# sync_fifo_param

[src/rtl/sync_fifo_param.sv]
// Single-clock FIFO with occupancy and threshold flags, sticky error flags,
// synchronous flush, and a registered or first-word-fall-through read port.
module sync_fifo_param #(
  parameter int DATA_WIDTH = 8,
  parameter int FIFO_DEPTH = 8,
  parameter int PTR_WIDTH  = 3,
  parameter int AFULL_TH   = 6,
  parameter int AEMPTY_TH  = 1,
  parameter int FWFT       = 0
) (
  input  logic                  clk,
  input  logic                  rst,
  input  logic                  wr_valid,
  input  logic [DATA_WIDTH-1:0] wr_data,
  output logic                  wr_ready,
  input  logic                  rd_ready,
  output logic                  rd_valid,
  output logic [DATA_WIDTH-1:0] rd_data,
  output logic                  full,
  output logic                  empty,
  output logic                  almost_full,
  output logic                  almost_empty,
  output logic [PTR_WIDTH:0]    count,
  input  logic                  flush,
  output logic                  overflow,
  output logic                  underflow,
  input  logic                  clr_err
);

  localparam logic [PTR_WIDTH:0] DEPTH_C  = (PTR_WIDTH+1)'(FIFO_DEPTH);
  localparam logic [PTR_WIDTH:0] AFULL_C  = (PTR_WIDTH+1)'(AFULL_TH);
  localparam logic [PTR_WIDTH:0] AEMPTY_C = (PTR_WIDTH+1)'(AEMPTY_TH);

  logic [DATA_WIDTH-1:0] mem [FIFO_DEPTH];
  logic [PTR_WIDTH:0]    wptr;
  logic [PTR_WIDTH:0]    rptr;
  logic [PTR_WIDTH:0]    cnt;
  logic                  w_en;
  logic                  r_en;
  logic                  ovf_set;
  logic                  udf_set;

  // Flags decode from registered state only; no request input reaches them.
  assign full         = (cnt == DEPTH_C);
  assign empty        = (cnt == '0);
  assign almost_full  = (cnt >= AFULL_C);
  assign almost_empty = (cnt <= AEMPTY_C);
  assign wr_ready     = !full;
  assign count        = cnt;

  assign w_en    = wr_valid && !full  && !flush;
  assign r_en    = rd_ready && !empty && !flush;
  assign ovf_set = wr_valid && full  && !flush;
  assign udf_set = rd_ready && empty && !flush;

  always_ff @(posedge clk) begin
    if (rst) begin
      wptr <= '0;
      rptr <= '0;
      cnt  <= '0;
    end else if (flush) begin
      wptr <= '0;
      rptr <= '0;
      cnt  <= '0;
    end else begin
      if (w_en) wptr <= wptr + 1'b1;
      if (r_en) rptr <= rptr + 1'b1;
      case ({w_en, r_en})
        2'b10:   cnt <= cnt + 1'b1;
        2'b01:   cnt <= cnt - 1'b1;
        default: cnt <= cnt;
      endcase
    end
  end

  // A same-cycle set outranks clr_err so no error event is ever lost.
  always_ff @(posedge clk) begin
    if (rst) begin
      overflow  <= 1'b0;
      underflow <= 1'b0;
    end else begin
      overflow  <= ovf_set || (overflow  && !clr_err);
      underflow <= udf_set || (underflow && !clr_err);
    end
  end

  always_ff @(posedge clk) begin
    if (w_en && !rst) mem[wptr[PTR_WIDTH-1:0]] <= wr_data;
  end

  generate
    if (FWFT != 0) begin : g_fwft
      assign rd_valid = !empty;
      assign rd_data  = mem[rptr[PTR_WIDTH-1:0]];
    end else begin : g_reg
      logic                  rd_valid_p1;
      logic [DATA_WIDTH-1:0] rd_data_p1;

      // p1: registered read port, one cycle after the pop
      always_ff @(posedge clk) begin
        if (rst) begin
          rd_valid_p1 <= 1'b0;
          rd_data_p1  <= '0;
        end else begin
          rd_valid_p1 <= r_en;
          if (r_en) rd_data_p1 <= mem[rptr[PTR_WIDTH-1:0]];
        end
      end

      assign rd_valid = rd_valid_p1;
      assign rd_data  = rd_data_p1;
    end
  endgenerate

endmodule

[config.mk]
export PLATFORM = sky130hd
export DESIGN_NAME = sync_fifo_param
export DESIGN_NICKNAME = d
export VERILOG_FILES = /design/src/rtl/sync_fifo_param.sv
export SDC_FILE = /design/constraint.sdc
export NUM_CORES = 1
export LEC_CHECK = 0
export CAP_MARGIN = 20
export CORE_ASPECT_RATIO = 1.4
export CORE_UTILIZATION = 35
export CTS_BUF_LIST = sky130_fd_sc_hd__clkbuf_8
export DETAILED_ROUTE_END_ITERATION = 10
export SYNTH_ARGS = -nofsm -noshare
export SYNTH_HDL_FRONTEND = slang
export SYNTH_SLANG_ARGS = --single-unit
export TNS_END_PERCENT = 10
[constraint.sdc]
create_clock -name clk -period 2.38 [get_ports clk]
set_clock_uncertainty 0.05 [all_clocks]
set_input_delay 0.357 -clock clk [delete_from_list [all_inputs] [get_ports clk]]
set_output_delay 0.357 -clock clk [all_outputs]
set_load 0.02 [all_outputs]
Fig. 1: sync_fifo_param, sequential cells colored by netlist name
The bar under the picture is 20 microns long. Other sequential cells in the stronger gray, the rest of the logic in the fainter gray.
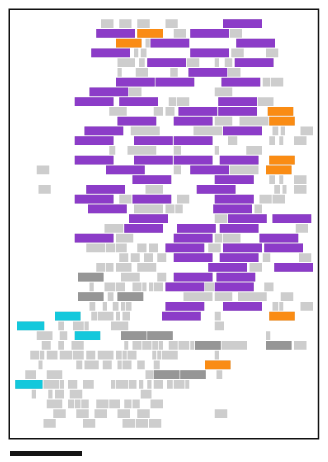
[rd_data] orange | flops: 8
[mem] purple | flops: 64
[count] cyan | flops: 4 | where: lower left
not colored: 9

Fig. 2: sync_fifo_param, track usage over the die
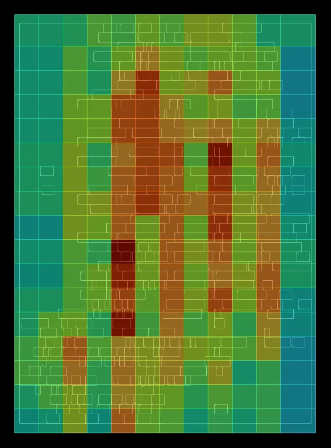
total global-route track usage: 0.1433
WL per Instance: 16.22 microns
final core utilization: 0.4437
GR met3 Demand/Resource: 0.02079
global routing's busiest layer: met2

==> run notes <==
run metrics: most frequent cells in the layout=edfxtp_1, clkdlybuf4s50_1, buf_4, flip-flops=85, Hold WS=0.4411 ns, first-pass GRT wire length=10,630 microns, Setup-failing EPs final=0, cell area after synthesis=3446 sq um, CTS tree=built, PwrDens=618.5 nW/um^2, Gate power share=0.058, Area Growth Syn to Fin=22.48%, HP Class=register to register, Flops after synth=85, Area leader share=0.5577, total power=0.002610 W, crit path max fanout=5, synth warn=0, clock input transition at the sequential cells of the worst setup and hold paths=0.08 ns, logic share of the area=0.2401, final hold vios=0, max_cap viols=0, Slowest cell on crit path=clkdlybuf4s50_1, Late-Pin Clk Latency=0.36 ns, DRC=0, status=finished, final reports clean, Inverters=5, Seq. pwr=0.00161 W, PortBufs=33, die area=10,250 sq um, Top pwr grp=sequential cells, Worst path most repeated cell=buf_4, critical path launch point=count[1], P_clk=0.000849 W, wire length on met1=2878 microns, routing usage on met1=0.1634, pre-CTS WS=0.05842 ns, Num CTS Buffers=9, Biggest Area Class=sequential cells
-- worst min-delay path by stage --
stage                 endpoint  cells past startpoint        from
floorplan            mem[0][0]                      0  wr_data[0]
CTS                 rd_data[1]                      2  rd_data[1]
global route        rd_data[6]                      2  rd_data[6]
finish              rd_data[1]                      2  rd_data[1]
global placement    rd_data[1]                      2  rd_data[1]
detailed placement  rd_data[1]                      2  rd_data[1]
-- flip-flops by register name (all words and copies together) (netlist names) --
signal     count
mem           64
rd_data        8
count          4
rptr           3
wptr           3
overflow       1
rd_valid       1
underflow      1

# mux_scan_n

Fig. 3: mux_scan_n, sequential cells colored by netlist name
The bar under the picture is 20 microns long. Other sequential cells in the stronger gray, the rest of the logic in the fainter gray.
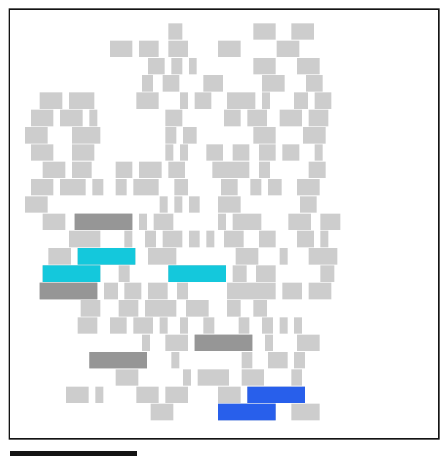
Fig. 4: mux_scan_n, placed cells, one color a class
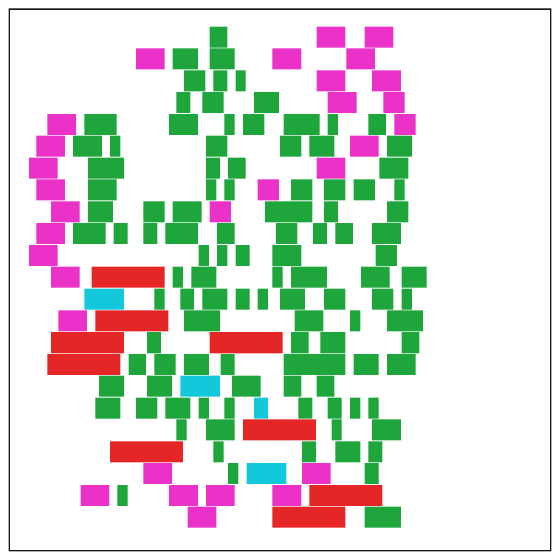
## src/rtl/mux_pkg.sv

```systemverilog
// Shared encodings and parameter checks for the scanning channel selector.
package mux_pkg;

  localparam logic MODE_MANUAL = 1'b0;
  localparam logic MODE_SCAN   = 1'b1;

  typedef enum logic {
    ST_MANUAL = 1'b0,
    ST_SCAN   = 1'b1
  } state_t;

  // True when a SEL_W-bit index can address every one of num_ch channels.
  function automatic bit sel_w_ok(input int sel_w, input int num_ch);
    return (num_ch >= 2) && (num_ch <= 16) && ((32'd1 << sel_w) >= num_ch);
  endfunction

endpackage

```

## src/rtl/next_enabled_finder.sv

```systemverilog
// Rotating priority search: first enabled channel strictly after start, wrapping to 0.
module next_enabled_finder
  import mux_pkg::*;
#(
  parameter int NUM_CH = 7,
  parameter int SEL_W  = 3
) (
  input  logic [NUM_CH-1:0] ch_enable,
  input  logic [SEL_W-1:0]  start,
  output logic [SEL_W-1:0]  next_idx,
  output logic              found
);

  logic [SEL_W-1:0] idx_hi_s;
  logic [SEL_W-1:0] idx_lo_s;
  logic             hi_found_s;

  // Descending sweep so the lowest qualifying index wins; the low pick covers the wrap.
  always_comb begin
    idx_hi_s   = '0;
    idx_lo_s   = '0;
    hi_found_s = 1'b0;
    for (int k = NUM_CH - 1; k >= 0; k--) begin
      if (ch_enable[k]) begin
        idx_lo_s = SEL_W'(k);
        if (SEL_W'(k) > start) begin
          idx_hi_s   = SEL_W'(k);
          hi_found_s = 1'b1;
        end else begin
          hi_found_s = hi_found_s;
        end
      end else begin
        idx_lo_s = idx_lo_s;
      end
    end
  end

  assign next_idx = hi_found_s ? idx_hi_s : idx_lo_s;
  assign found    = |ch_enable;

endmodule

```

## src/rtl/mux_scan_n.sv

```systemverilog
// N-channel selector with manual select or auto-scan over enabled channels;
// data, index, valid and change strobe are all registered together.
module mux_scan_n
  import mux_pkg::*;
#(
  parameter int NUM_CH = 7,
  parameter int DATA_W = 1,
  parameter int SEL_W  = 3,
  parameter int DWELL  = 4
) (
  input  logic                     clock,
  input  logic                     reset,
  input  logic [NUM_CH*DATA_W-1:0] mux_in,
  input  logic [SEL_W-1:0]         sel,
  input  logic                     mode,
  input  logic [NUM_CH-1:0]        ch_enable,
  input  logic                     hold,
  output logic [DATA_W-1:0]        out,
  output logic [SEL_W-1:0]         cur_ch,
  output logic                     ch_valid,
  output logic                     out_strobe
);

  localparam int CNT_W = (DWELL > 1) ? $clog2(DWELL) : 1;
  localparam logic [CNT_W-1:0] CNT_LAST = CNT_W'(DWELL - 1);

  if (!sel_w_ok(SEL_W, NUM_CH) || (DWELL < 1)) begin : g_bad_params
    $error("mux_scan_n: illegal NUM_CH/SEL_W/DWELL combination");
  end

  state_t           state_r;
  state_t           state_s;
  logic [CNT_W-1:0] cnt_r;
  logic [CNT_W-1:0] cnt_s;
  logic [SEL_W-1:0] nxt_s;
  logic             nv_s;
  logic [DATA_W-1:0] data_s;
  logic             cur_en_s;
  logic             nxt_en_s;
  logic             nxt_in_range_s;
  logic [SEL_W-1:0] adv_idx_s;
  logic             adv_found_s;

  next_enabled_finder #(
    .NUM_CH (NUM_CH),
    .SEL_W  (SEL_W)
  ) u_finder (
    .ch_enable (ch_enable),
    .start     (cur_ch),
    .next_idx  (adv_idx_s),
    .found     (adv_found_s)
  );

  // Is the currently registered channel enabled (implies in range)?
  always_comb begin
    cur_en_s = 1'b0;
    for (int k = 0; k < NUM_CH; k++) begin
      if (cur_ch == SEL_W'(k)) begin
        cur_en_s = ch_enable[k];
      end else begin
        cur_en_s = cur_en_s;
      end
    end
  end

  // Next-channel selection; a disabled current channel forces an advance even under hold.
  always_comb begin
    nxt_s   = cur_ch;
    cnt_s   = '0;
    state_s = (mode == MODE_SCAN) ? ST_SCAN : ST_MANUAL;
    if (mode == MODE_MANUAL) begin
      nxt_s = hold ? cur_ch : sel;
    end else if (state_r == ST_MANUAL) begin
      nxt_s = (cur_en_s || !adv_found_s) ? cur_ch : adv_idx_s;
    end else if (!adv_found_s) begin
      nxt_s = cur_ch;
    end else if (!cur_en_s) begin
      nxt_s = adv_idx_s;
    end else if (hold) begin
      cnt_s = cnt_r;
    end else if (cnt_r == CNT_LAST) begin
      nxt_s = adv_idx_s;
    end else begin
      cnt_s = cnt_r + CNT_W'(1);
    end
  end

  // Decode the chosen channel: legality, enable bit and its data slice.
  always_comb begin
    nxt_in_range_s = 1'b0;
    nxt_en_s       = 1'b0;
    data_s         = '0;
    for (int k = 0; k < NUM_CH; k++) begin
      if (nxt_s == SEL_W'(k)) begin
        nxt_in_range_s = 1'b1;
        nxt_en_s       = ch_enable[k];
        data_s         = mux_in[k*DATA_W +: DATA_W];
      end else begin
        data_s = data_s;
      end
    end
    nv_s = (mode == MODE_SCAN) ? nxt_en_s : nxt_in_range_s;
  end

  // Output, index and control state registers.
  always_ff @(posedge clock or posedge reset) begin
    if (reset) begin
      state_r    <= ST_MANUAL;
      cnt_r      <= '0;
      cur_ch     <= '0;
      ch_valid   <= 1'b0;
      out        <= '0;
      out_strobe <= 1'b0;
    end else begin
      state_r    <= state_s;
      cnt_r      <= cnt_s;
      cur_ch     <= nxt_s;
      ch_valid   <= nv_s;
      out        <= nv_s ? data_s : '0;
      out_strobe <= (nxt_s != cur_ch) | (nv_s & ~ch_valid);
    end
  end

endmodule

```

## config.mk

```make
export PLATFORM = sky130hd
export DESIGN_NAME = mux_scan_n
export DESIGN_NICKNAME = d
export VERILOG_FILES = /design/src/rtl/mux_pkg.sv /design/src/rtl/next_enabled_finder.sv /design/src/rtl/mux_scan_n.sv
export SDC_FILE = /design/constraint.sdc
export NUM_CORES = 1
export LEC_CHECK = 0
export CAP_MARGIN = 0
export CELL_PAD_IN_SITES_DETAIL_PLACEMENT = 1
export CELL_PAD_IN_SITES_GLOBAL_PLACEMENT = 1
export CORE_UTILIZATION = 25
export CTS_CLUSTER_DIAMETER = 120
export DETAILED_ROUTE_END_ITERATION = 10
export PLACE_DENSITY = 0.68
export SLEW_MARGIN = 25
export SYNTH_ARGS = -nofsm -noshare
export SYNTH_HDL_FRONTEND = slang
export SYNTH_HIERARCHICAL = 1
export SYNTH_SLANG_ARGS = --single-unit
```

## constraint.sdc

```tcl
create_clock -name clock -period 3.75 [get_ports clock]
set_clock_uncertainty 0.15 [all_clocks]
set_input_delay 0.75 -clock clock [delete_from_list [all_inputs] [get_ports clock]]
set_output_delay 0.75 -clock clock [all_outputs]
set_load 0.05 [all_outputs]
```

==> run notes <==
run metrics: PortBufs=26, xor+xnor area frac=0.01643, status=finished, final reports clean, internal power=0.0005085 W, Non-clock buffering overhead=0.2049, Final HPWL DP=2590 microns, Area Growth Syn to Fin=32.86%, Gate Count Post-Synth=124, ys async rst share=1.000, largest net degree at the start of global routing=20, global routing's busiest layer=met2, Fmax=285.8 MHz, Syn Nets=146, Max IR drop VDD=420.0 uV, WL per Instance=16.57 microns, Biggest Area Class=multi-input combinational cells, first-pass GRT wire length=5547 microns, IO Pins=27
About Fig. 3:
[cnt_r] blue | flops: 2
[cur_ch] cyan | flops: 3
not colored: 4

About Fig. 4:
[all other logic] green | cells: 109 | share of their area: 59%
[clock drivers and dummy loads] cyan | cells: 4 | share of their area: 3.4%
[other buffers and delay cells] magenta | cells: 30 | share of their area: 21%
[flip-flops] red | cells: 9 | share of their area: 17%
CORE AREA: 4058 sq um
Cell Rows: 23
Seq area share: 0.1590

## worst min-delay path, delay by kind of cell, from the launching register on
family / cells / cell delay [ns]
DFF: 1 / 0.35
AOI/OAI and AO/OA: 2 / 0.19
## worst max path at each step
stage | from | end | slack, ns | depth (start not counted)
floorplan | cur_ch[1] | out | 0.72 | 11
global placement | ch_enable[1] | out_strobe | 0.1 | 10
detailed placement | ch_enable[1] | out_strobe | -0.008 | 10
CTS | ch_enable[1] | out_strobe | 0.24 | 10
global route | ch_enable[5] | out_strobe | 0.09 | 10
finish | ch_enable[1] | out_strobe | 0.25 | 10

# count9999_ctrl_flat

Fig. 5: count9999_ctrl_flat, sequential cells colored by netlist name
The bar under the picture is 20 microns long. Other sequential cells in the stronger gray, the rest of the logic in the fainter gray.
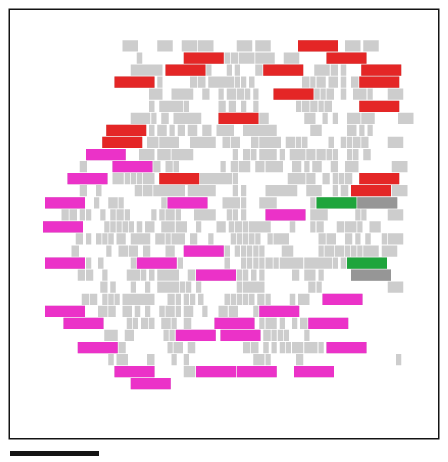
Fig. 6: count9999_ctrl_flat, track usage over the die
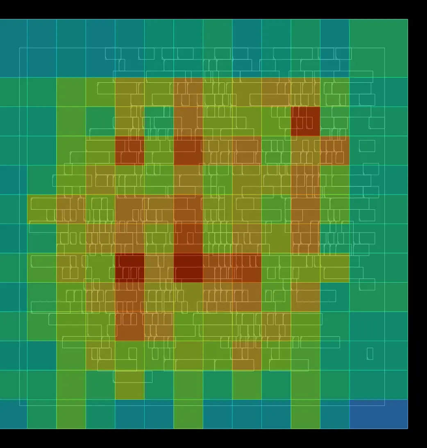
===== src/rtl/count9999_ctrl_pkg.sv =====
// Shared types for the BCD run/pause/clear counter: FSM state encoding and BCD digit constants.
package count_pkg;
  typedef enum logic [1:0] {
    IDLE  = 2'd0,
    RUN   = 2'd1,
    PAUSE = 2'd2,
    DONE  = 2'd3
  } state_e;

  localparam int         BCD_W   = 4;
  localparam logic [3:0] BCD_MAX = 4'd9;
endpackage


===== src/rtl/count9999_ctrl_if.sv =====
// Control/status bundle between the button front end (master) and the counter controller (slave).
interface count9999_ctrl_if #(
  parameter int DIGITS = 4
);
  logic                  iStart;
  logic                  iStop;
  logic                  iClear;
  logic [4*DIGITS-1:0]   oDigits;
  logic                  oRunning;
  logic                  oDone;
  logic                  oWrap;

  modport master (output iStart, iStop, iClear, input oDigits, oRunning, oDone, oWrap);
  modport slave  (input iStart, iStop, iClear, output oDigits, oRunning, oDone, oWrap);
endinterface


===== src/rtl/count9999_ctrl_bcd_digit.sv =====
// One decade stage: counts 0..9 when enabled, synchronous clear, flags when sitting at 9.
module bcd_digit
  import count_pkg::*;
(
  input  logic             iclk,
  input  logic             irst,
  input  logic             iClr,
  input  logic             iCE,
  output logic [BCD_W-1:0] oDigit,
  output logic             oAtMax
);
  assign oAtMax = (oDigit == BCD_MAX);

  always_ff @(posedge iclk or posedge irst) begin
    if (irst)      oDigit <= '0;
    else if (iClr) oDigit <= '0;
    else if (iCE)  oDigit <= oAtMax ? '0 : oDigit + 1'b1;
  end
endmodule


===== src/rtl/count9999_ctrl.sv =====
// Run/pause/clear controller for a cascaded BCD counter with prescaled tick.
// COUNT9999_AUTO_RELOAD_EN: wrap 9..9 -> 0 and pulse oWrap instead of stopping in DONE.
module count9999_ctrl
  import count_pkg::*;
#(
  parameter int DIGITS   = 4,
  parameter int PRESCALE = 50_000_000
) (
  input  logic             iclk,
  input  logic             irst,
  count9999_ctrl_if.slave  bus
);
  localparam int            PW   = $clog2(PRESCALE);
  localparam logic [PW-1:0] PMAX = PW'(PRESCALE - 1);

  state_e                        state;
  logic [PW-1:0]                 psc;
  logic                          tick, running, done;
  logic [DIGITS-1:0]             at_max, low9, ce;
  logic [DIGITS-1:0][BCD_W-1:0]  dig;

  assign tick = (state == RUN) && (psc == PMAX);

  // low9[k]: every stage below k is at 9, so a tick ripples into stage k this edge
  for (genvar k = 0; k < DIGITS; k++) begin : g_stage
    if (k == 0) begin : g_lsd
      assign low9[k] = 1'b1;
    end else begin : g_upper
      assign low9[k] = low9[k-1] & at_max[k-1];
    end
    assign ce[k] = tick & low9[k];

    bcd_digit u_digit (
      .iclk   (iclk),
      .irst   (irst),
      .iClr   (bus.iClear),
      .iCE    (ce[k]),
      .oDigit (dig[k]),
      .oAtMax (at_max[k])
    );
  end

`ifdef COUNT9999_AUTO_RELOAD_EN
  logic wrap, wrap_evt;
  assign wrap_evt = tick & low9[DIGITS-1] & at_max[DIGITS-1];
`else
  // term: this tick leaves every stage at 9 (stages that advance must be at 8)
  logic [DIGITS-1:0] nxt9;
  logic              term;
  for (genvar k = 0; k < DIGITS; k++) begin : g_term
    assign nxt9[k] = ce[k] ? (dig[k] == BCD_MAX - 4'd1) : at_max[k];
  end
  assign term = tick & (&nxt9);
`endif

  always_ff @(posedge iclk or posedge irst) begin
    if (irst) begin
      state   <= IDLE;
      psc     <= '0;
      running <= 1'b0;
      done    <= 1'b0;
`ifdef COUNT9999_AUTO_RELOAD_EN
      wrap    <= 1'b0;
`endif
    end else begin
`ifdef COUNT9999_AUTO_RELOAD_EN
      wrap <= 1'b0;
`endif
      if (bus.iClear) begin
        state   <= IDLE;
        psc     <= '0;
        running <= 1'b0;
        done    <= 1'b0;
      end else begin
        case (state)
          IDLE, PAUSE: begin
            if (bus.iStart && !bus.iStop) begin
              state   <= RUN;
              running <= 1'b1;
            end
          end
          RUN: begin
            psc <= tick ? '0 : psc + 1'b1;
`ifdef COUNT9999_AUTO_RELOAD_EN
            if (wrap_evt) wrap <= 1'b1;
            if (bus.iStop) begin
              state   <= PAUSE;
              running <= 1'b0;
            end
`else
            if (term) begin
              state   <= DONE;
              running <= 1'b0;
              done    <= 1'b1;
            end else if (bus.iStop) begin
              state   <= PAUSE;
              running <= 1'b0;
            end
`endif
          end
          default: ;  // DONE waits for clear or reset
        endcase
      end
    end
  end

  assign bus.oDigits  = dig;
  assign bus.oRunning = running;
  assign bus.oDone    = done;
`ifdef COUNT9999_AUTO_RELOAD_EN
  assign bus.oWrap    = wrap;
`else
  assign bus.oWrap    = 1'b0;
`endif
endmodule


===== src/flat_wrapper.sv =====
// flat-port wrapper written by rule: the top's interface ports become plain ports
module count9999_ctrl_flat import count_pkg::*;
#(
  parameter int DIGITS   = 4,
  parameter int PRESCALE = 50_000_000
)
  (iclk, irst, bus_iStart, bus_iStop, bus_iClear, bus_oDigits, bus_oRunning, bus_oDone, bus_oWrap);
  count9999_ctrl_if #(.DIGITS(DIGITS)) bus_i ();
  input  logic iclk;
  input  logic irst;
  input wire logic [$bits(bus_i.iStart)-1:0] bus_iStart;
  input wire logic [$bits(bus_i.iStop)-1:0] bus_iStop;
  input wire logic [$bits(bus_i.iClear)-1:0] bus_iClear;
  output wire logic [$bits(bus_i.oDigits)-1:0] bus_oDigits;
  output wire logic [$bits(bus_i.oRunning)-1:0] bus_oRunning;
  output wire logic [$bits(bus_i.oDone)-1:0] bus_oDone;
  output wire logic [$bits(bus_i.oWrap)-1:0] bus_oWrap;
  assign bus_i.iStart = bus_iStart;
  assign bus_i.iStop = bus_iStop;
  assign bus_i.iClear = bus_iClear;
  assign bus_oDigits = bus_i.oDigits;
  assign bus_oRunning = bus_i.oRunning;
  assign bus_oDone = bus_i.oDone;
  assign bus_oWrap = bus_i.oWrap;
  count9999_ctrl #(.DIGITS(DIGITS), .PRESCALE(PRESCALE)) u_core (.iclk(iclk), .irst(irst), .bus(bus_i));
endmodule

===== config.mk =====
export PLATFORM = sky130hd
export DESIGN_NAME = count9999_ctrl_flat
export DESIGN_NICKNAME = d
export VERILOG_FILES = /design/src/rtl/count9999_ctrl_pkg.sv /design/src/rtl/count9999_ctrl_if.sv /design/src/rtl/count9999_ctrl_bcd_digit.sv /design/src/rtl/count9999_ctrl.sv /design/src/flat_wrapper.sv
export SDC_FILE = /design/constraint.sdc
export NUM_CORES = 1
export LEC_CHECK = 0
export ABC_AREA = 1
export CORE_MARGIN = 5
export CORE_UTILIZATION = 40
export CTS_BUF_LIST = sky130_fd_sc_hd__clkbuf_8 sky130_fd_sc_hd__clkbuf_16
export DETAILED_ROUTE_END_ITERATION = 10
export GPL_ROUTABILITY_DRIVEN = 1
export HOLD_SLACK_MARGIN = 0.05
export PLACE_DENSITY = 0.67
export SYNTH_ARGS = -nofsm -noshare
export SYNTH_HDL_FRONTEND = slang
export SYNTH_SLANG_ARGS = --single-unit

===== constraint.sdc =====
create_clock -name iclk -period 2 [get_ports iclk]
set_input_delay 0.2 -clock iclk [delete_from_list [all_inputs] [get_ports iclk]]
set_output_delay 0.2 -clock iclk [all_outputs]
set_load 0.005 [all_outputs]

==> run notes <==
run metrics: CP arrival=2.04 ns, Area Growth Syn to Fin=16.63%, r2r endpoint=u_core.state[0], HP Class=primary input to asynchronous set/reset pin, skew final=0.003659 ns, Fmax=545.9 MHz, status=finished, final reports clean, Biggest Area Class=multi-input combinational cells, max reg flops=26, Regs by FF count=u_core.psc (26), u_core.g_stage.u_digit.oDigit (16), u_core.state (2), DR iter-0 viols=193, via count=2,542, # clk buffers=8, synth warn=0, PwrDens=514.2 nW/um^2, crit path DRT=2.21 ns, most used logic cell in the final layout=nand2_1, final core utilization=0.4815, Syn Nets=398, CORE AREA=7253 sq um, crit path max fanout=5, Non-Filler Instances=520, Worst path most repeated cell=nand2_2, CTS sink cnt=46, Slowest cell on crit path=dfrtp_1, post-synthesis adder-cell area fraction=0.01672, distinct lib cells=44, Hold WS=0.2288 ns, IO Pins=24, leakage power total=1.597 nW, Clock Path Buffers=2, ys async rst share=1.000, max_cap viols=0, Tmin final=1.832 ns, max incr delay on CP=0.41 ns
## Picture notes: Fig. 5
[u_core.psc] magenta | flops: 26
[u_core.g_stage.u_digit.oDigit] red | flops: 16
[u_core.state] green | flops: 2
not colored: 2
Seq. pwr: 0.000967 W
Reg area: 1151 sq um

## Picture notes: Fig. 6
routing usage on met1: 0.2071
GR met3 Demand/Resource: 0.02634

==> report_power, final <==
part           internal [W]  leakage [nW]  switching (W)  total [W]
Combinational     0.0000609         0.903       0.000101   0.000162
Clock              0.000349        0.0575       0.000317   0.000666
Sequential         0.000948         0.636      0.0000190   0.000967
==> layer usage <==
layer  vias to the layer above  wire [microns]  share of wire  GRT usage
met1                      1169            3172           0.49     0.2071
met5                         -               0              0          0
met2                        42            2977           0.46     0.2385
met3                        10             219          0.034    0.02634
met4                         0             111          0.017    0.04907
li1                       1321               -              -          -


## Gallery

Routed metal per tile.
picture 1
The bar under the picture is 20 microns long. The die is cut into 19 by 19 equal tiles; dark blue is low, red is high, scaled to the fullest tile. Values are wire area over tile area, all layers added.
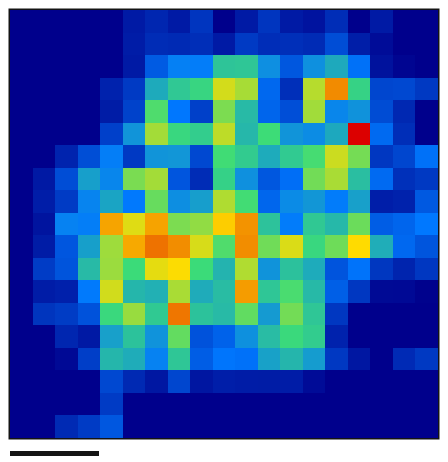
picture 2
The bar under the picture is 20 microns long. The die is cut into 17 by 24 equal tiles; dark blue is low, red is high, scaled to the fullest tile. Values are wire area over tile area, all layers added.
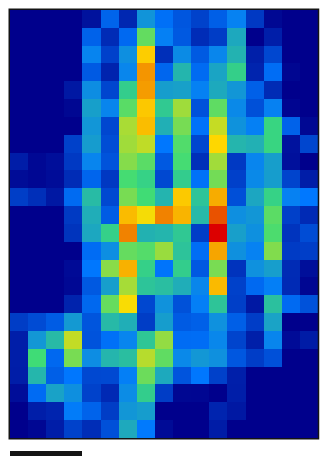
picture 3
The bar under the picture is 20 microns long. The die is cut into 13 by 13 equal tiles; dark blue is low, red is high, scaled to the fullest tile. Values are wire area over tile area, all layers added.
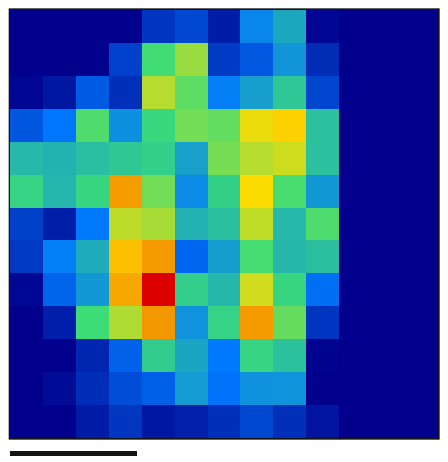
| from | picture |
|---|---|
| count9999_ctrl_flat | picture 1 |
| mux_scan_n | picture 3 |
| sync_fifo_param | picture 2 |

Key to picture 3:
nearly empty tiles: 34%
mean over tiles: 0.11
emptiest ninth of the die: lower right
fullest tile: 0.45

Power is estimated from default activity; no workload was simulated.
